# design 1

--- src/rtl/lsuc_uart.sv ---
// Memory-mapped 8N1 UART: 16-entry TX/RX FIFOs, programmable baud divisor, sticky error flags.
// Bus accesses complete with a one-cycle rdy pulse; rd_data is registered alongside it.
module lsuc_uart #(
   parameter logic [15:0] DIVISOR_RST     = 16'd867,
   parameter int unsigned FIFO_DEPTH_LOG2 = 4
) (
   input  logic       clk,
   input  logic       reset_,
   input  logic [7:0] addr,
   input  logic       rnw,
   input  logic       req,
   input  logic       cs,
   input  logic [7:0] wr_data,
   output logic [7:0] rd_data,
   output logic       rdy,
   output logic       tx,
   input  logic       rx
);

   localparam int unsigned Depth = 2 ** FIFO_DEPTH_LOG2;
   localparam int unsigned AW    = FIFO_DEPTH_LOG2;

   typedef logic [AW:0] ptr_t;
   typedef enum logic [1:0] {StIdle, StStart, StData, StStop} state_e;

   logic       acc, wr, rd;
   logic [1:0] sel;
   logic       unused_addr;

   assign acc         = req & cs;
   assign wr          = acc & ~rnw;
   assign rd          = acc & rnw;
   assign sel         = addr[3:2];
   assign unused_addr = ^{addr[7:4], addr[1:0]};

   logic [7:0]  tx_mem_q [Depth];
   logic [7:0]  rx_mem_q [Depth];
   ptr_t        tx_wptr_q, tx_rptr_q, rx_wptr_q, rx_rptr_q;
   logic        tx_empty, tx_full, rx_empty, rx_full;
   logic        tx_push, tx_pop, rx_push, rx_pop;
   logic [15:0] div_q;
   logic        tx_ovf_q, frame_err_q, rx_ovr_q;
   logic        tx_ovf_set, frame_set, rx_ovr_set;
   logic [2:0]  w1c;
   logic        rdy_q;
   logic [7:0]  rd_data_q, rd_val, status;

   state_e      tx_state_q, tx_state_d, rx_state_q, rx_state_d;
   logic [15:0] tx_cnt_q, tx_cnt_d, rx_cnt_q, rx_cnt_d, rx_half;
   logic [2:0]  tx_bit_q, tx_bit_d, rx_bit_q, rx_bit_d;
   logic [7:0]  tx_sh_q, tx_sh_d, rx_sh_q, rx_sh_d;
   logic [1:0]  rx_sync_q;
   logic        rx_prev_q, rx_s;

   // Pointers carry one extra wrap bit so full and empty differ.
   assign tx_empty = tx_wptr_q == tx_rptr_q;
   assign tx_full  = (tx_wptr_q[AW] != tx_rptr_q[AW]) && (tx_wptr_q[AW-1:0] == tx_rptr_q[AW-1:0]);
   assign rx_empty = rx_wptr_q == rx_rptr_q;
   assign rx_full  = (rx_wptr_q[AW] != rx_rptr_q[AW]) && (rx_wptr_q[AW-1:0] == rx_rptr_q[AW-1:0]);

   assign tx_push    = wr && (sel == 2'd0) && (!tx_full || tx_pop);
   assign tx_ovf_set = wr && (sel == 2'd0) && tx_full && !tx_pop;
   assign rx_pop     = rd && (sel == 2'd0) && !rx_empty;
   assign w1c        = (wr && (sel == 2'd1)) ? wr_data[7:5] : 3'b000;

   assign status = {tx_ovf_q, frame_err_q, rx_ovr_q, tx_state_q != StIdle,
                    tx_full, tx_empty, rx_full, !rx_empty};

   always_comb begin
      rd_val = 8'h00;
      unique case (sel)
         2'd0: rd_val = rx_empty ? 8'h00 : rx_mem_q[rx_rptr_q[AW-1:0]];
         2'd1: rd_val = status;
         2'd2: rd_val = div_q[7:0];
         2'd3: rd_val = div_q[15:8];
         default: rd_val = 8'h00;
      endcase
   end

   assign rd_data = rd_data_q;
   assign rdy     = rdy_q;
   assign tx      = (tx_state_q == StStart) ? 1'b0 :
                    (tx_state_q == StData)  ? tx_sh_q[0] : 1'b1;

   always_comb begin
      tx_state_d = tx_state_q;
      tx_cnt_d   = tx_cnt_q;
      tx_bit_d   = tx_bit_q;
      tx_sh_d    = tx_sh_q;
      tx_pop     = 1'b0;
      unique case (tx_state_q)
         StIdle: begin
            if (!tx_empty) begin
               tx_pop     = 1'b1;
               tx_sh_d    = tx_mem_q[tx_rptr_q[AW-1:0]];
               tx_cnt_d   = div_q;
               tx_state_d = StStart;
            end
         end
         StStart: begin
            if (tx_cnt_q != 16'd0) tx_cnt_d = tx_cnt_q - 16'd1;
            else begin
               tx_cnt_d   = div_q;
               tx_bit_d   = 3'd0;
               tx_state_d = StData;
            end
         end
         StData: begin
            if (tx_cnt_q != 16'd0) tx_cnt_d = tx_cnt_q - 16'd1;
            else begin
               tx_cnt_d = div_q;
               tx_sh_d  = {1'b0, tx_sh_q[7:1]};
               tx_bit_d = tx_bit_q + 3'd1;
               if (tx_bit_q == 3'd7) tx_state_d = StStop;
            end
         end
         StStop: begin
            if (tx_cnt_q != 16'd0) tx_cnt_d = tx_cnt_q - 16'd1;
            else if (!tx_empty) begin
               // Chain straight into the next START with no idle gap.
               tx_pop     = 1'b1;
               tx_sh_d    = tx_mem_q[tx_rptr_q[AW-1:0]];
               tx_cnt_d   = div_q;
               tx_state_d = StStart;
            end else begin
               tx_state_d = StIdle;
            end
         end
         default: tx_state_d = StIdle;
      endcase
   end

   // (divisor+1)>>1 clocks in START, expressed as a count-down load.
   assign rx_half = {1'b0, div_q[15:1]} + {15'd0, div_q[0]} - 16'd1;
   assign rx_s    = rx_sync_q[1];

   always_comb begin
      rx_state_d = rx_state_q;
      rx_cnt_d   = rx_cnt_q;
      rx_bit_d   = rx_bit_q;
      rx_sh_d    = rx_sh_q;
      rx_push    = 1'b0;
      rx_ovr_set = 1'b0;
      frame_set  = 1'b0;
      unique case (rx_state_q)
         StIdle: begin
            if (rx_prev_q && !rx_s) begin
               rx_cnt_d   = rx_half;
               rx_state_d = StStart;
            end
         end
         StStart: begin
            if (rx_cnt_q != 16'd0) rx_cnt_d = rx_cnt_q - 16'd1;
            else if (rx_s) rx_state_d = StIdle;
            else begin
               rx_cnt_d   = div_q;
               rx_bit_d   = 3'd0;
               rx_state_d = StData;
            end
         end
         StData: begin
            if (rx_cnt_q != 16'd0) rx_cnt_d = rx_cnt_q - 16'd1;
            else begin
               rx_cnt_d = div_q;
               rx_sh_d  = {rx_s, rx_sh_q[7:1]};
               rx_bit_d = rx_bit_q + 3'd1;
               if (rx_bit_q == 3'd7) rx_state_d = StStop;
            end
         end
         StStop: begin
            if (rx_cnt_q != 16'd0) rx_cnt_d = rx_cnt_q - 16'd1;
            else begin
               rx_state_d = StIdle;
               if (!rx_s) frame_set = 1'b1;
               else if (!rx_full || rx_pop) rx_push = 1'b1;
               else rx_ovr_set = 1'b1;
            end
         end
         default: rx_state_d = StIdle;
      endcase
   end

   always_ff @(posedge clk) begin
      if (tx_push) tx_mem_q[tx_wptr_q[AW-1:0]] <= wr_data;
      if (rx_push) rx_mem_q[rx_wptr_q[AW-1:0]] <= rx_sh_q;
   end

   always_ff @(posedge clk or negedge reset_) begin
      if (!reset_) begin
         rdy_q       <= 1'b0;
         rd_data_q   <= 8'h00;
         div_q       <= DIVISOR_RST;
         tx_wptr_q   <= '0;
         tx_rptr_q   <= '0;
         rx_wptr_q   <= '0;
         rx_rptr_q   <= '0;
         tx_ovf_q    <= 1'b0;
         frame_err_q <= 1'b0;
         rx_ovr_q    <= 1'b0;
         tx_state_q  <= StIdle;
         tx_cnt_q    <= '0;
         tx_bit_q    <= '0;
         tx_sh_q     <= '0;
         rx_state_q  <= StIdle;
         rx_cnt_q    <= '0;
         rx_bit_q    <= '0;
         rx_sh_q     <= '0;
         rx_sync_q   <= 2'b11;
         rx_prev_q   <= 1'b1;
      end else begin
         rdy_q <= acc;
         if (rd) rd_data_q <= rd_val;
         if (wr && (sel == 2'd2)) div_q[7:0]  <= wr_data;
         if (wr && (sel == 2'd3)) div_q[15:8] <= wr_data;
         if (tx_push) tx_wptr_q <= tx_wptr_q + ptr_t'(1);
         if (tx_pop)  tx_rptr_q <= tx_rptr_q + ptr_t'(1);
         if (rx_push) rx_wptr_q <= rx_wptr_q + ptr_t'(1);
         if (rx_pop)  rx_rptr_q <= rx_rptr_q + ptr_t'(1);
         // Set wins over a same-cycle W1C.
         tx_ovf_q    <= (tx_ovf_q & ~w1c[2]) | tx_ovf_set;
         frame_err_q <= (frame_err_q & ~w1c[1]) | frame_set;
         rx_ovr_q    <= (rx_ovr_q & ~w1c[0]) | rx_ovr_set;
         tx_state_q  <= tx_state_d;
         tx_cnt_q    <= tx_cnt_d;
         tx_bit_q    <= tx_bit_d;
         tx_sh_q     <= tx_sh_d;
         rx_state_q  <= rx_state_d;
         rx_cnt_q    <= rx_cnt_d;
         rx_bit_q    <= rx_bit_d;
         rx_sh_q     <= rx_sh_d;
         rx_sync_q   <= {rx_sync_q[0], rx};
         rx_prev_q   <= rx_sync_q[1];
      end
   end

endmodule

--- config.mk ---
export PLATFORM = sky130hd
export DESIGN_NAME = lsuc_uart
export DESIGN_NICKNAME = d
export VERILOG_FILES = /design/src/rtl/lsuc_uart.sv
export SDC_FILE = /design/constraint.sdc
export NUM_CORES = 1
export LEC_CHECK = 0
export ABC_AREA = 1
export CORE_UTILIZATION = 40
export DETAILED_ROUTE_END_ITERATION = 10
export GPL_TIMING_DRIVEN = 0
export PLACE_DENSITY = 0.59
export REMOVE_ABC_BUFFERS = 1
export SLEW_MARGIN = 30
export SYNTH_ARGS = -nofsm -noshare
export SYNTH_HDL_FRONTEND = slang
export SYNTH_SLANG_ARGS = --single-unit
export TNS_END_PERCENT = 5
--- constraint.sdc ---
create_clock -name clk -period 2.25 [get_ports clk]
set_input_delay 0.45 -clock clk [delete_from_list [all_inputs] [get_ports clk]]
set_output_delay 0.45 -clock clk [all_outputs]
set_load 0.01 [all_outputs]
# design 2

`src/rtl/arb_pkg.sv`:
```
// Shared sizes, state encoding and priority helper for the 8-way round-robin arbiter.
package arb_pkg;

    localparam int N_REQ = 8;
    localparam int IDX_W = 3;
    localparam int CNT_W = 4;

    typedef enum logic {
        IDLE  = 1'b0,
        GRANT = 1'b1
    } arb_state_t;

    // Index of the lowest set bit; bit 0 has the highest priority. Returns 0 for an empty vector.
    function automatic logic [IDX_W-1:0] lowest_set(input logic [N_REQ-1:0] vec);
        logic [IDX_W-1:0] pos;
        pos = '0;
        for (int i = N_REQ - 1; i >= 0; i--) begin
            if (vec[i]) begin
                pos = IDX_W'(i);
            end
        end
        return pos;
    endfunction

endpackage

```
`src/rtl/idx_decode3_8.sv`:
```
// 3:8 index decoder with enable; produces a one-hot vector, or zero when disabled.
module idx_decode3_8
    import arb_pkg::*;
(
    input  logic [IDX_W-1:0] idx,
    input  logic             en,
    output logic [N_REQ-1:0] onehot
);

    for (genvar gi = 0; gi < N_REQ; gi++) begin : g_dec
        assign onehot[gi] = en && (idx == IDX_W'(gi));
    end

endmodule

```
`src/rtl/rr_arbiter8.sv`:
```
// Round-robin arbiter for 8 requesters with a programmable per-grant hold limit.
// Every grant is followed by one IDLE cycle, where the next winner is chosen.
module rr_arbiter8
    import arb_pkg::*;
#(
    parameter int HOLD_MAX = 15
) (
    input  logic             clk,
    input  logic             rst,
    input  logic             en,
    input  logic [N_REQ-1:0] req,
    output logic [N_REQ-1:0] gnt,
    output logic [IDX_W-1:0] gnt_idx,
    output logic             gnt_valid
);

    localparam logic [CNT_W-1:0] HOLD_LIM = CNT_W'(HOLD_MAX);
    localparam logic [CNT_W-1:0] CNT_SAT  = '1;
    localparam logic             HOLD_ON  = (HOLD_MAX != 0);

    arb_state_t       state_q, state_d;
    logic [IDX_W-1:0] ptr_q, ptr_d;
    logic [CNT_W-1:0] cnt_q, cnt_d;
    logic [IDX_W-1:0] gnt_idx_q, gnt_idx_d;
    logic             gnt_valid_q, gnt_valid_d;

    logic [N_REQ-1:0] req_rot;
    logic [IDX_W-1:0] sel_off;
    logic [IDX_W-1:0] sel_idx;
    logic             any_req;
    logic             hold_hit;
    logic             release_now;

    // Rotate so that requester ptr lands on bit 0; the 3-bit sum wraps 7 -> 0.
    for (genvar gi = 0; gi < N_REQ; gi++) begin : g_rot
        assign req_rot[gi] = req[ptr_q + IDX_W'(gi)];
    end

    assign any_req     = |req;
    assign sel_off     = lowest_set(req_rot);
    assign sel_idx     = ptr_q + sel_off;
    assign hold_hit    = HOLD_ON && (cnt_q == HOLD_LIM);
    assign release_now = !req[gnt_idx_q] || !en || hold_hit;

    always_comb begin
        state_d     = state_q;
        ptr_d       = ptr_q;
        cnt_d       = cnt_q;
        gnt_idx_d   = gnt_idx_q;
        gnt_valid_d = gnt_valid_q;
        case (state_q)
            IDLE: begin
                gnt_valid_d = 1'b0;
                if (en && any_req) begin
                    state_d     = GRANT;
                    gnt_idx_d   = sel_idx;
                    gnt_valid_d = 1'b1;
                    cnt_d       = CNT_W'(1);
                    ptr_d       = sel_idx + IDX_W'(1);
                end
            end
            GRANT: begin
                if (release_now) begin
                    state_d     = IDLE;
                    gnt_valid_d = 1'b0;
                end else if (cnt_q != CNT_SAT) begin
                    cnt_d = cnt_q + CNT_W'(1);
                end
            end
            default: begin
                state_d     = IDLE;
                gnt_valid_d = 1'b0;
            end
        endcase
    end

    always_ff @(posedge clk) begin
        if (rst) begin
            state_q     <= IDLE;
            ptr_q       <= '0;
            cnt_q       <= '0;
            gnt_idx_q   <= '0;
            gnt_valid_q <= 1'b0;
        end else begin
            state_q     <= state_d;
            ptr_q       <= ptr_d;
            cnt_q       <= cnt_d;
            gnt_idx_q   <= gnt_idx_d;
            gnt_valid_q <= gnt_valid_d;
        end
    end

    idx_decode3_8 u_gnt_dec (
        .idx    (gnt_idx_q),
        .en     (gnt_valid_q),
        .onehot (gnt)
    );

    assign gnt_idx   = gnt_idx_q;
    assign gnt_valid = gnt_valid_q;

endmodule

```
`config.mk`:
```
export PLATFORM = sky130hd
export DESIGN_NAME = rr_arbiter8
export DESIGN_NICKNAME = d
export VERILOG_FILES = /design/src/rtl/arb_pkg.sv /design/src/rtl/idx_decode3_8.sv /design/src/rtl/rr_arbiter8.sv
export SDC_FILE = /design/constraint.sdc
export NUM_CORES = 1
export LEC_CHECK = 0
export CAP_MARGIN = 20
export CELL_PAD_IN_SITES_DETAIL_PLACEMENT = 0
export CELL_PAD_IN_SITES_GLOBAL_PLACEMENT = 1
export CORE_MARGIN = 4
export CORE_UTILIZATION = 30
export CTS_CLUSTER_DIAMETER = 30
export DETAILED_ROUTE_END_ITERATION = 6
export GPL_TIMING_DRIVEN = 0
export PLACE_DENSITY_LB_ADDON = 0.05
export SLEW_MARGIN = 20
export SYNTH_ARGS = -nofsm -noshare
export SYNTH_HDL_FRONTEND = slang
export SYNTH_SLANG_ARGS = --single-unit
```
`constraint.sdc`:
```
create_clock -name clk -period 5.05 [get_ports clk]
set_clock_uncertainty 0.2 [all_clocks]
set_input_delay 1.01 -clock clk [delete_from_list [all_inputs] [get_ports clk]]
set_output_delay 1.01 -clock clk [all_outputs]
set_load 0.05 [all_outputs]
```
# design 3

## config.mk

```make
export PLATFORM = sky130hd
export DESIGN_NAME = ballot_session_ctrl
export DESIGN_NICKNAME = d
export VERILOG_FILES = /design/src/rtl/ballot_session_ctrl_pkg.sv /design/src/rtl/ballot_session_ctrl_timer.sv /design/src/rtl/ballot_session_ctrl.sv
export SDC_FILE = /design/constraint.sdc
export NUM_CORES = 1
export LEC_CHECK = 0
export ABC_AREA = 1
export CORE_ASPECT_RATIO = 1.1
export CORE_MARGIN = 8
export CORE_UTILIZATION = 50
export CTS_CLUSTER_SIZE = 25
export DETAILED_ROUTE_END_ITERATION = 12
export GPL_TIMING_DRIVEN = 0
export PLACE_DENSITY = 0.81
export SLEW_MARGIN = 5
export SYNTH_ARGS = -nofsm -noshare
export SYNTH_HDL_FRONTEND = slang
export SYNTH_SLANG_ARGS = --single-unit
```

## constraint.sdc

```tcl
create_clock -name clk_1Hz -period 2.9 [get_ports clk_1Hz]
set_input_delay 0.58 -clock clk_1Hz [delete_from_list [all_inputs] [get_ports clk_1Hz]]
set_output_delay 0.58 -clock clk_1Hz [all_outputs]
set_load 0.1 [all_outputs]
```

## src/rtl/ballot_session_ctrl_pkg.sv

```systemverilog
// Ballot session shared definitions: session state encodings
// (shared with the election state machine) and default candidate count.
package ballot_session_ctrl_pkg;

  localparam logic [1:0] IDLE    = 2'b00;
  localparam logic [1:0] ARMED   = 2'b01;
  localparam logic [1:0] LOCKOUT = 2'b10;

  localparam int N_CAND_DEF = 4;

endpackage

```

## src/rtl/ballot_session_ctrl_timer.sv

```systemverilog
// ballot_timer: loadable down-counter used for both the armed timeout
// and the lockout release window. Ports: load/load_val, dec, value, zero.
module ballot_timer #(
  parameter int W = 5
) (
  input  logic         clk_1Hz,
  input  logic         reset,
  input  logic         load,
  input  logic [W-1:0] load_val,
  input  logic         dec,
  output logic [W-1:0] value,
  output logic         zero
);

  always_ff @(posedge clk_1Hz) begin
    if (reset)
      value <= '0;
    else if (load)
      value <= load_val;
    else if (dec && value != '0)
      value <= value - 1'b1;
  end

  assign zero = (value == '0);

endmodule

```

## src/rtl/ballot_session_ctrl.sv

```systemverilog
// ballot_session_ctrl: per-voter ballot sequencer. Arm -> one clean press ->
// vote/spoil/timeout pulse -> lockout until all buttons released.
// Inputs: clk_1Hz, reset, voting_open, btn_arm, btn_cancel, btn_cand.
// Outputs: vote_pulse, spoiled_pulse, timeout_pulse, ballot_armed,
// ballots_cast, spoiled_count, sess_state.
module ballot_session_ctrl
  import ballot_session_ctrl_pkg::*;
#(
  parameter int N_CAND        = N_CAND_DEF,
  parameter int TIMEOUT_TICKS = 30,
  parameter int RELEASE_TICKS = 2,
  parameter int CNT_W         = 9
) (
  input  logic              clk_1Hz,
  input  logic              reset,
  input  logic              voting_open,
  input  logic              btn_arm,
  input  logic              btn_cancel,
  input  logic [N_CAND-1:0] btn_cand,
  output logic [N_CAND-1:0] vote_pulse,
  output logic              spoiled_pulse,
  output logic              timeout_pulse,
  output logic              ballot_armed,
  output logic [CNT_W-1:0]  ballots_cast,
  output logic [CNT_W-1:0]  spoiled_count,
  output logic [1:0]        sess_state
);

  localparam int TMAX = (TIMEOUT_TICKS > RELEASE_TICKS) ?
                        TIMEOUT_TICKS : RELEASE_TICKS;
  localparam int TW = $clog2(TMAX + 1);

  localparam logic [TW-1:0] T_ARM = TW'(TIMEOUT_TICKS - 1);
  localparam logic [TW-1:0] T_REL = TW'(RELEASE_TICKS);
  localparam logic [TW-1:0] T_ONE = TW'(1);
  localparam logic [CNT_W-1:0] C_MAX = '1;

  // 0: no button, 1: exactly one, 2: more than one
  function automatic logic [1:0] btn_class(
    input logic [N_CAND-1:0] v
  );
    int cnt;
    cnt = 0;
    for (int i = 0; i < N_CAND; i++)
      cnt += int'(v[i]);
    if (cnt == 0)
      return 2'd0;
    else if (cnt == 1)
      return 2'd1;
    else
      return 2'd2;
  endfunction

  logic [1:0]        st;
  logic [1:0]        st_n;
  logic [N_CAND-1:0] btn_q;
  logic [N_CAND-1:0] press_edge;
  logic [1:0]        bcls;
  logic              any_edge;

  logic              t_load;
  logic [TW-1:0]     t_val;
  logic              t_dec;
  logic [TW-1:0]     t_value;
  logic              t_zero;

  logic [N_CAND-1:0] vote_n;
  logic              spoil_n;
  logic              to_n;

  assign press_edge = btn_cand & ~btn_q;
  assign any_edge   = |press_edge;
  assign bcls       = btn_class(btn_cand);

  ballot_timer #(.W(TW)) u_timer (
    .clk_1Hz  (clk_1Hz),
    .reset    (reset),
    .load     (t_load),
    .load_val (t_val),
    .dec      (t_dec),
    .value    (t_value),
    .zero     (t_zero)
  );

  always_comb begin
    st_n    = st;
    t_load  = 1'b0;
    t_val   = '0;
    t_dec   = 1'b0;
    vote_n  = '0;
    spoil_n = 1'b0;
    to_n    = 1'b0;
    case (st)
      IDLE: begin
        if (voting_open && btn_arm && bcls == 2'd0) begin
          st_n   = ARMED;
          t_load = 1'b1;
          t_val  = T_ARM;
        end
      end
      ARMED: begin
        if (!voting_open || btn_cancel) begin
          st_n = IDLE;
        end else if (any_edge && bcls == 2'd1) begin
          vote_n = btn_cand;
          st_n   = LOCKOUT;
          t_load = 1'b1;
          t_val  = T_REL;
        end else if (any_edge) begin
          spoil_n = 1'b1;
          st_n    = LOCKOUT;
          t_load  = 1'b1;
          t_val   = T_REL;
        end else if (t_zero) begin
          to_n = 1'b1;
          st_n = IDLE;
        end else begin
          t_dec = 1'b1;
        end
      end
      LOCKOUT: begin
        if (bcls != 2'd0) begin
          t_load = 1'b1;
          t_val  = T_REL;
        end else begin
          t_dec = 1'b1;
          // this decrement ends the release window
          if (t_value <= T_ONE)
            st_n = IDLE;
        end
      end
      default: st_n = IDLE;
    endcase
  end

  always_ff @(posedge clk_1Hz) begin
    if (reset) begin
      st            <= IDLE;
      btn_q         <= '0;
      vote_pulse    <= '0;
      spoiled_pulse <= 1'b0;
      timeout_pulse <= 1'b0;
      ballots_cast  <= '0;
      spoiled_count <= '0;
    end else begin
      st            <= st_n;
      btn_q         <= btn_cand;
      vote_pulse    <= vote_n;
      spoiled_pulse <= spoil_n;
      timeout_pulse <= to_n;
      if (|vote_n && ballots_cast != C_MAX)
        ballots_cast <= ballots_cast + 1'b1;
      if (spoil_n && spoiled_count != C_MAX)
        spoiled_count <= spoiled_count + 1'b1;
    end
  end

  assign ballot_armed = (st == ARMED);
  assign sess_state   = st;

endmodule
```

# design 4

===== src/rtl/tlp_tx_arbiter_if.sv =====
// AXI-Stream beat bundle shared by the arbiter's source ports and its core-facing port.
`timescale 1ns/1ps
interface tlp_tx_arbiter_if #(
  parameter int DATA_W = 32
);
  logic [DATA_W-1:0] tdata;
  logic              tlast;
  logic              tvalid;
  logic              tready;

  modport master (output tdata, output tlast, output tvalid, input tready);
  modport slave  (input tdata, input tlast, input tvalid, output tready);
endinterface


===== src/rtl/tlp_tx_arbiter.sv =====
// Packet-granular round-robin arbiter muxing two TLP sources onto the PCI-E core TX stream,
// with buffer-availability throttling and config-request servicing between packets.
`timescale 1ns/1ps
module tlp_tx_arbiter #(
  parameter int BUF_AV_MIN = 2,
  parameter int CNT_W      = 16
) (
  input  logic             user_clk,
  input  logic             s_aresetn,
  input  logic             enable,
  input  logic [5:0]       tx_buf_av,
  input  logic             tx_cfg_req,
  output logic             tx_cfg_gnt,
  tlp_tx_arbiter_if.slave  s0,
  tlp_tx_arbiter_if.slave  s1,
  tlp_tx_arbiter_if.master m,
  input  logic             tx_err_drop,
  output logic [CNT_W-1:0] pkt_cnt0,
  output logic [CNT_W-1:0] pkt_cnt1,
  output logic [CNT_W-1:0] drop_cnt
);

  localparam logic [5:0] BUF_MIN = 6'(BUF_AV_MIN);

  typedef enum logic [1:0] {
    IDLE = 2'd0,
    CFG  = 2'd1,
    PKT0 = 2'd2,
    PKT1 = 2'd3
  } state_t;

  state_t           state_reg;
  logic             last_grant_reg;
  logic             cfg_gnt_reg;
  logic [CNT_W-1:0] drop_cnt_reg;
  logic [CNT_W-1:0] pkt_cnt_arr [2];

  logic [1:0] src_valid;
  logic       pick;
  logic       start_ok;
  logic       beat_last;

  assign src_valid = {s1.tvalid, s0.tvalid};
  // With both sources pending, the one not served last wins; otherwise the lone requester.
  assign pick      = (&src_valid) ? ~last_grant_reg : src_valid[1];
  assign start_ok  = enable && (tx_buf_av >= BUF_MIN) && (|src_valid);
  assign beat_last = m.tvalid && m.tready && m.tlast;

  always_ff @(posedge user_clk or negedge s_aresetn) begin
    if (!s_aresetn) begin
      state_reg      <= IDLE;
      last_grant_reg <= 1'b1;
      cfg_gnt_reg    <= 1'b0;
    end else begin
      case (state_reg)
        IDLE: begin
          if (tx_cfg_req) begin
            state_reg <= CFG;
          end else if (start_ok) begin
            state_reg      <= pick ? PKT1 : PKT0;
            last_grant_reg <= pick;
          end
        end
        CFG: begin
          if (!tx_cfg_req) begin
            state_reg   <= IDLE;
            cfg_gnt_reg <= 1'b0;
          end else begin
            cfg_gnt_reg <= 1'b1;
          end
        end
        PKT0, PKT1: begin
          // Only end-of-packet leaves a grant; cfg, enable and buffer level wait for it.
          if (beat_last) begin
            state_reg <= IDLE;
          end
        end
        default: state_reg <= IDLE;
      endcase
    end
  end

  always_comb begin
    m.tdata   = '0;
    m.tlast   = 1'b0;
    m.tvalid  = 1'b0;
    s0.tready = 1'b0;
    s1.tready = 1'b0;
    case (state_reg)
      PKT0: begin
        m.tdata   = s0.tdata;
        m.tlast   = s0.tlast;
        m.tvalid  = s0.tvalid;
        s0.tready = m.tready;
      end
      PKT1: begin
        m.tdata   = s1.tdata;
        m.tlast   = s1.tlast;
        m.tvalid  = s1.tvalid;
        s1.tready = m.tready;
      end
      default: ;
    endcase
  end

  genvar gi;
  generate
    for (gi = 0; gi < 2; gi++) begin : g_pkt_cnt
      localparam state_t PKT_ST = (gi == 0) ? PKT0 : PKT1;
      logic [CNT_W-1:0] cnt_reg;

      always_ff @(posedge user_clk or negedge s_aresetn) begin
        if (!s_aresetn) begin
          cnt_reg <= '0;
        end else if ((state_reg == PKT_ST) && beat_last) begin
          cnt_reg <= cnt_reg + CNT_W'(1);
        end
      end

      assign pkt_cnt_arr[gi] = cnt_reg;
    end
  endgenerate

  // Drop counter sticks at all-ones rather than wrapping so overflow stays visible.
  always_ff @(posedge user_clk or negedge s_aresetn) begin
    if (!s_aresetn) begin
      drop_cnt_reg <= '0;
    end else if (tx_err_drop && (drop_cnt_reg != '1)) begin
      drop_cnt_reg <= drop_cnt_reg + CNT_W'(1);
    end
  end

  assign tx_cfg_gnt = cfg_gnt_reg;
  assign pkt_cnt0   = pkt_cnt_arr[0];
  assign pkt_cnt1   = pkt_cnt_arr[1];
  assign drop_cnt   = drop_cnt_reg;

endmodule

===== src/flat_wrapper.sv =====
// flat-port wrapper written by rule: the top's interface ports become plain ports
module tlp_tx_arbiter_flat 
#(
  parameter int BUF_AV_MIN = 2,
  parameter int CNT_W      = 16
)
  (user_clk, s_aresetn, enable, tx_buf_av, tx_cfg_req, tx_cfg_gnt, tx_err_drop, pkt_cnt0, pkt_cnt1, drop_cnt, s0_tdata, s0_tlast, s0_tvalid, s0_tready, s1_tdata, s1_tlast, s1_tvalid, s1_tready, m_tdata, m_tlast, m_tvalid, m_tready);
  tlp_tx_arbiter_if s0_i ();
  tlp_tx_arbiter_if s1_i ();
  tlp_tx_arbiter_if m_i ();
  input  logic user_clk;
  input  logic s_aresetn;
  input  logic enable;
  input  logic [5:0] tx_buf_av;
  input  logic tx_cfg_req;
  output logic tx_cfg_gnt;
  input  logic tx_err_drop;
  output logic [CNT_W-1:0] pkt_cnt0;
  output logic [CNT_W-1:0] pkt_cnt1;
  output logic [CNT_W-1:0] drop_cnt;
  input wire logic [$bits(s0_i.tdata)-1:0] s0_tdata;
  input wire logic [$bits(s0_i.tlast)-1:0] s0_tlast;
  input wire logic [$bits(s0_i.tvalid)-1:0] s0_tvalid;
  output wire logic [$bits(s0_i.tready)-1:0] s0_tready;
  input wire logic [$bits(s1_i.tdata)-1:0] s1_tdata;
  input wire logic [$bits(s1_i.tlast)-1:0] s1_tlast;
  input wire logic [$bits(s1_i.tvalid)-1:0] s1_tvalid;
  output wire logic [$bits(s1_i.tready)-1:0] s1_tready;
  output wire logic [$bits(m_i.tdata)-1:0] m_tdata;
  output wire logic [$bits(m_i.tlast)-1:0] m_tlast;
  output wire logic [$bits(m_i.tvalid)-1:0] m_tvalid;
  input wire logic [$bits(m_i.tready)-1:0] m_tready;
  assign s0_i.tdata = s0_tdata;
  assign s0_i.tlast = s0_tlast;
  assign s0_i.tvalid = s0_tvalid;
  assign s0_tready = s0_i.tready;
  assign s1_i.tdata = s1_tdata;
  assign s1_i.tlast = s1_tlast;
  assign s1_i.tvalid = s1_tvalid;
  assign s1_tready = s1_i.tready;
  assign m_tdata = m_i.tdata;
  assign m_tlast = m_i.tlast;
  assign m_tvalid = m_i.tvalid;
  assign m_i.tready = m_tready;
  tlp_tx_arbiter #(.BUF_AV_MIN(BUF_AV_MIN), .CNT_W(CNT_W)) u_core (.user_clk(user_clk), .s_aresetn(s_aresetn), .enable(enable), .tx_buf_av(tx_buf_av), .tx_cfg_req(tx_cfg_req), .tx_cfg_gnt(tx_cfg_gnt), .s0(s0_i), .s1(s1_i), .m(m_i), .tx_err_drop(tx_err_drop), .pkt_cnt0(pkt_cnt0), .pkt_cnt1(pkt_cnt1), .drop_cnt(drop_cnt));
endmodule

===== config.mk =====
export PLATFORM = sky130hd
export DESIGN_NAME = tlp_tx_arbiter_flat
export DESIGN_NICKNAME = d
export VERILOG_FILES = /design/src/rtl/tlp_tx_arbiter_if.sv /design/src/rtl/tlp_tx_arbiter.sv /design/src/flat_wrapper.sv
export SDC_FILE = /design/constraint.sdc
export NUM_CORES = 1
export LEC_CHECK = 0
export CORE_MARGIN = 10
export CORE_UTILIZATION = 40
export DETAILED_ROUTE_END_ITERATION = 8
export GPL_TIMING_DRIVEN = 1
export PLACE_DENSITY = 0.9
export SYNTH_ARGS = -nofsm -noshare
export SYNTH_HDL_FRONTEND = slang
export SYNTH_SLANG_ARGS = --single-unit
export TNS_END_PERCENT = 5

===== constraint.sdc =====
create_clock -name user_clk -period 2.4 [get_ports user_clk]
set_input_delay 0.48 -clock user_clk [delete_from_list [all_inputs] [get_ports user_clk]]
set_output_delay 0.48 -clock user_clk [all_outputs]
set_load 0.1 [all_outputs]

Design 2, routed clock nets over the placement:
Scale bar: 20 um.
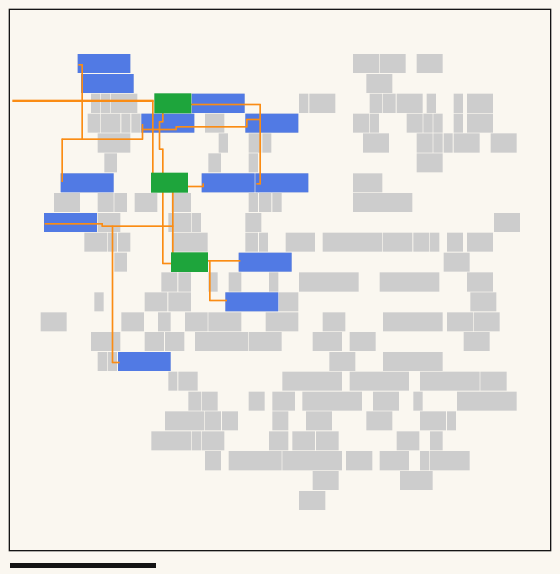
Key: clock drivers = green [count 3]; clock wires = orange [length 195 um]; flip-flops = blue [count 12]
There are 4 routed clock nets.

==> impl_metrics.json, design 2 <==
{
  "outcome": "finished, final reports clean",
  "period_used_pct": 95.6,
  "holdPathEnd": "cnt_q[1]",
  "clock_path_buffers": 2,
  "synth.cells.most_frequent": "sky130_fd_sc_hd__nand2_1 (15), sky130_fd_sc_hd__dfxtp_1 (12), sky130_fd_sc_hd__mux4_2 (12)",
  "buffer_ports.inserted": 22,
  "grtUsageMet3_pct": 2.16,
  "met1_use_gr_pct": 18.2,
  "first_iter_violations": 46,
  "drt_pass1_iterations": 4,
  "ys_sh_simple_pct": 20.2,
  "met2RoutedLength_um": 1540,
  "post-synth-top-area-fraction_pct": 20.7,
  "cts_buffers": 3,
  "syn_inst": 135,
  "adder_and_majority_gate_portion_of_the_synthesized_area_pct": 6.32,
  "final_common_cell": "sky130_fd_sc_hd__clkdlybuf4s50_1",
  "gp_congestion": 0.824,
  "max_slew_margin_pct": 63.5,
  "warnings": 27,
  "met3RoutedLength_um": 202,
  "dp_hpwl_um": 2550,
  "cp_data_required_time_ns": 4.97,
  "via_count_of_the_first_global_routing_pass": 1110
}
-- design 2: report_power, final --
group	internal (mW)	leakage (nW)	switching [mW]
logic	0.294	0.459	0.327
registers	0.115	0.0981	0.0231
clock network	0.0689	0.0288	0.0360
-- design 2: layout make-up --
type / instances / area (sq um)
fill: 424 / 2470
multi-input combinational: 112 / 997
clock buffer: 4 / 55.1
tap: 50 / 62.6
timing repair buffer: 22 / 220
buffer: 8 / 57.6
sequential: 12 / 240
inverter: 3 / 11.3
-- design 2: registers in the layout (all words and copies together), names as in the netlist --
name	count
ptr_q	3
cnt_q	4
gnt_valid	1
gnt_idx	3
state_q	1
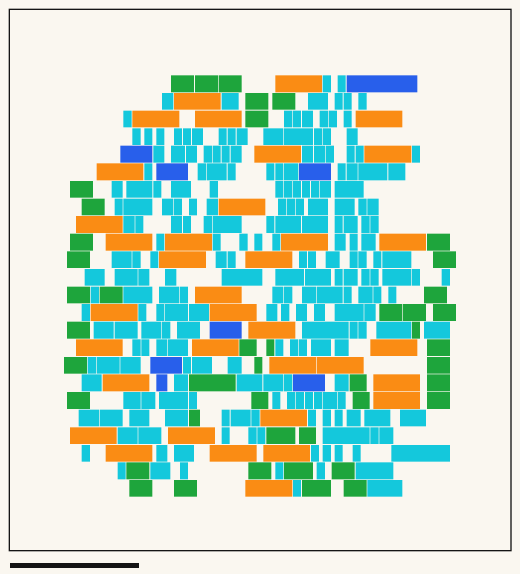
Design 3: placed cells, one color a class
Scale bar: 20 um.
Key: combinational and other logic = cyan [cells 227, share of their area 53%]; sequential cells = orange [cells 35, share of their area 27%]; clock drivers and dummy loads = blue [cells 8, share of their area 4.5%]; remaining buffers and delay cells = green [cells 44, share of their area 16%]
Rows: 24
fraction of standard cell area that is sequential: 26.1%
Core Region: 3960 sq um

==> impl_metrics.json, design 3 <==
{
  "outcome": "finished, final reports clean",
  "holdPathEnd": "timeout_pulse",
  "final_hold_viol_count": 0,
  "layout.cells.most_common_list": "sky130_fd_sc_hd__nand2_1 (54), sky130_fd_sc_hd__dfxtp_1 (35), sky130_fd_sc_hd__nor2_1 (34)",
  "largest_cell_class": "logic gates",
  "power_frac_comb_pct": 28.0,
  "warnings": 31,
  "worst_slew_pin_slew_ns": 0.976,
  "area_share_nonclk_buffers_pct": 15.7,
  "worstSetupStartpointType": "flop",
  "drv_cap": 0,
  "dpl_cell_area_sq_um": 2480,
  "hold_path_depth": 1,
  "power.clock.fraction_pct": 34.1,
  "met3RoutedLength_um": 256,
  "ys_sh_simple_pct": 37.0,
  "yosys-dominant-comb-family": "simple AND/OR/NAND/NOR gates",
  "power.share.switching_pct": 33.4,
  "hold_buffers": 0,
  "nClkBuffers": 6,
  "via_count_of_the_first_global_routing_pass": 1825,
  "synth_flops": 35,
  "layout.area.seq_sq_um": 701
}
==> design 3: what timing repair did <==
| item | CTS | global route |
|---|---|---|
| setup buffers | 3 | 2 |
| endpoints found under the setup margin | 16 | 20 |
| pin swaps | 1 | 7 |
| resized | 3 | 13 |
==> design 3: state kept, by name (all words and copies together), names as in the netlist <==
register	count
vote_pulse	4
timeout_pulse	1
u_timer.value	5
sess_state	2
spoiled_pulse	1
spoiled_count	9
ballots_cast	9
btn_q	4
==> design 3: critical path: cells and delay by family, from the launching register on <==
family     cells  cell delay, ns
fa+ha+maj      1            0.25
buf+inv        1            1.14
flops          1            0.43
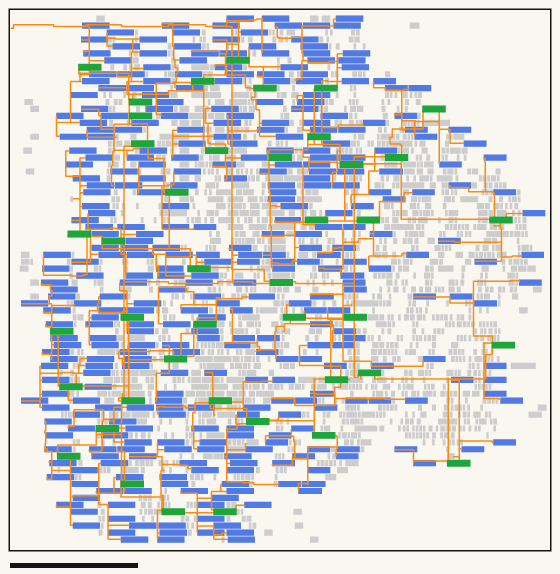
Design 1: routed clock nets over the placement
Scale bar: 50 um.
Key: clock drivers = green [count 42]; flip-flops = blue [count 365]; clock wires = orange [length 4,800 um]
There are 43 routed clock nets.

Design 1, signal wires by layer:
Two of the layers only.
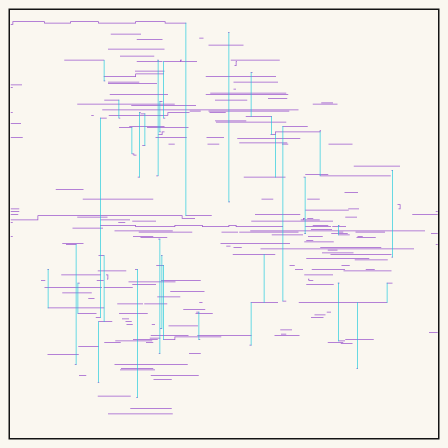
Key: metal 4 = cyan [wire length 1,170 um]; metal 3 = purple [wire length 3,110 um]

==> impl_metrics.json, design 1 <==
{
  "synth_dominant_cell_count": "sky130_fd_sc_hd__nand2_1",
  "syn-mean-instance-area_sq_um": 9.63,
  "fin_worst_hold_slack_ns": 0.319,
  "outcome": "finished with violations",
  "drt-wirelength-per-cell_um": 18.5,
  "synth.cellmix.compoundShare_pct": 11.5,
  "pin_count_of_the_biggest_net_entering_global_routing": 66,
  "period_minus_slack_ns": 2.27,
  "synthXorXnorAreaFrac_pct": 2.15,
  "die.size.y_um": 211,
  "area_share_nonclk_buffers_pct": 5.82,
  "violated_checks": "setup timing",
  "syn_to_final_growth_pct": 20.5,
  "post-route-worst-setup-slack_ns": -0.0154,
  "number_of_failing_setup_endpoints_in_the_final_timing_report": 8,
  "maxSlewViolCount": 0
}
design 1: cell families (layout without fill, tap and decap cells):
kind of cell             Yosys count  after routing
AND/OR/NAND/NOR                  826            828
flip-flops                       365            365
AND-OR/OR-AND                    357            357
buffers and inverters            204            300
XOR/XNOR                          43             43
adder cells (fa/ha/maj)           28             28
design 1: power by group:
| part | internal, mW | switching (mW) | total (mW) | leakage, nW |
|---|---|---|---|---|
| logic | 3.87 | 6.74 | 10.6 | 3.78 |
| clock network | 4.01 | 2.74 | 6.75 | 0.659 |
| registers | 7.85 | 0.923 | 8.77 | 3.74 |
Design 4, placed cells, one color a class:
Scale bar: 20 um.
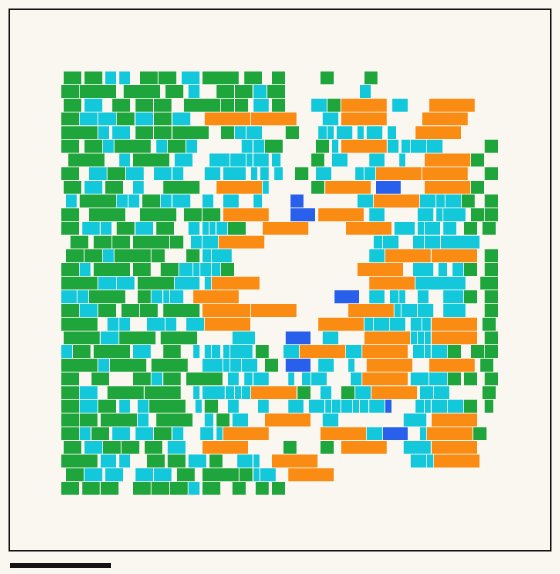
Key: sequential cells = orange [cells 52, share of their area 26%]; clock drivers and dummy loads = blue [cells 8, share of their area 1.9%]; remaining buffers and delay cells = green [cells 173, share of their area 38%]; combinational and other logic = cyan [cells 229, share of their area 34%]

==> impl_metrics.json, design 4 <==
{
  "netlist_area_sq_um": 3050,
  "global_route.overflow_total": 0,
  "synth.yosys.seq_area_share_pct": 42.7,
  "crit_path_end": "m_tvalid",
  "use_met2_pct": 31.7,
  "yosys_cell_count": 291,
  "post_route_total_power_mw": 6.35,
  "io_pins": 165,
  "final_common_cell": "sky130_fd_sc_hd__clkdlybuf4s50_1",
  "power.net_switching_mw": 3.61,
  "maxSlewViolCount": 0,
  "synth.cells.most_frequent": "sky130_fd_sc_hd__dfrtp_1 (51), sky130_fd_sc_hd__nor2b_1 (35), sky130_fd_sc_hd__mux2i_1 (33)",
  "synthXorXnorAreaFrac_pct": 12.3,
  "reg2reg_slack_ns": 0.45,
  "synth_dominant_cell_count": "sky130_fd_sc_hd__dfrtp_1",
  "powerSeq_mw": 1.23,
  "warnings": 28,
  "met3RoutedLength_um": 1530,
  "power.clock.fraction_pct": 8.0,
  "core_area_sq_um": 7330,
  "clkLatencyLatePin_ns": 0.30,
  "period_minus_slack_ns": 2.21,
  "via_count_of_the_first_global_routing_pass": 3123,
  "critPathCaptureType": "output port",
  "clock-sinks": 52,
  "r2r_worst_path_depth": 4,
  "power.combinational.total_mw": 4.61,
  "detailed_routing_wirelength_on_met1_um": 3330,
  "gr-usage-all-layers_pct": 17.5,
  "outcome": "finished, final reports clean",
  "ys_types": 40,
  "setup_tns_ns": 0,
  "syn_to_final_growth_pct": 69.5,
  "final_cell_count_without_fillers": 561,
  "totalWireLength_um": 10300,
  "critical_path_class": "in -> out",
  "pre_cts_slack_ns": 0.189,
  "syn-mean-instance-area_sq_um": 10.5,
  "cts_buffers": 5
}
[design 4: final cells by class]
cell class	count	area, sq um
flip-flops and latches	52	1300
multi-input cells	224	1690
well taps	99	124
fillers	516	2160
clock buffers	7	86.3
repair buffers	173	1940
clock inverters	1	7.51
inverters	5	18.8
[design 4: critical path: stages]
cell and delay, ns:
sky130_fd_sc_hd__clkdlybuf4s50_1 0.56, sky130_fd_sc_hd__nand2b_4 0.10, sky130_fd_sc_hd__a21boi_0 0.15, sky130_fd_sc_hd__nor2b_1 0.23, sky130_fd_sc_hd__buf_12 0.21


==> screenshots <==
Floorplan with the power grid.
Pins as bars on the die edge.
Plate I
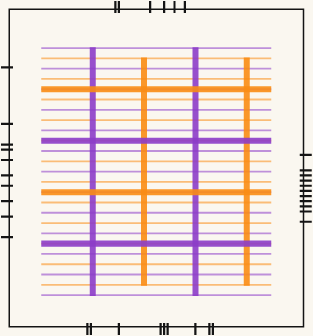
Plate II
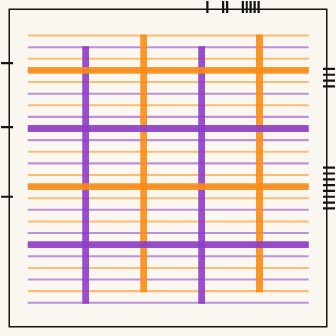
Plate III
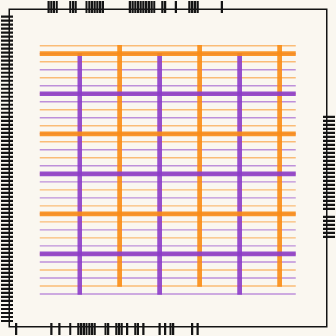
Plate IV
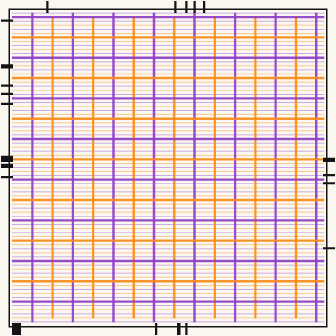
Of these, largest die: Plate IV
Design 1 is Plate IV.
Design 3 is Plate I.
Design 4 is Plate III.
Design 2 is Plate II.


## Gallery

Clock wiring as the flow saved it.
panel A
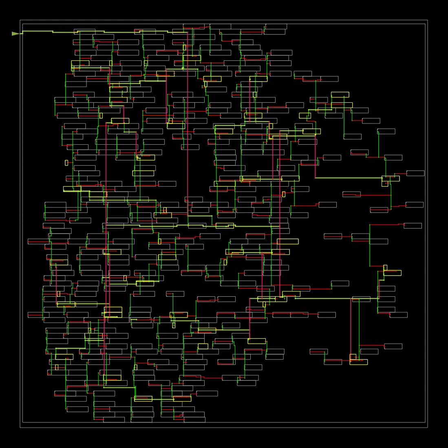
panel B
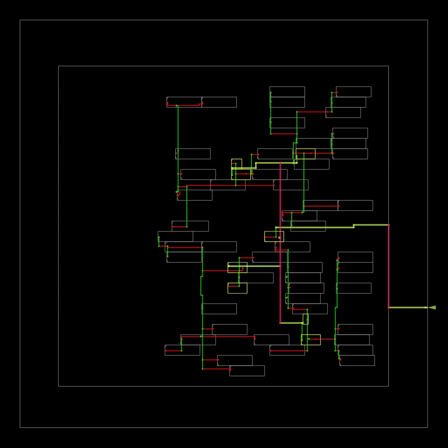
panel C
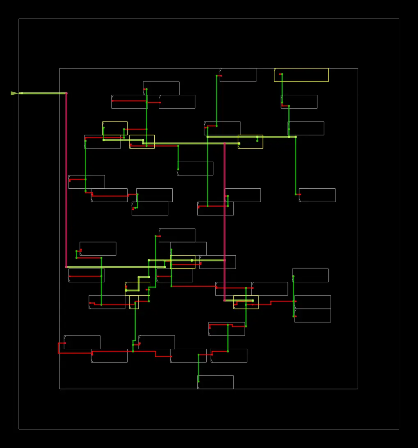
Of these, most sequential cells: panel A
Of these, most clock buffers: panel A
panel C: design 3
panel A: design 1
panel B: design 4

Power figures rest on the tool's default switching activity, not on a simulated workload.
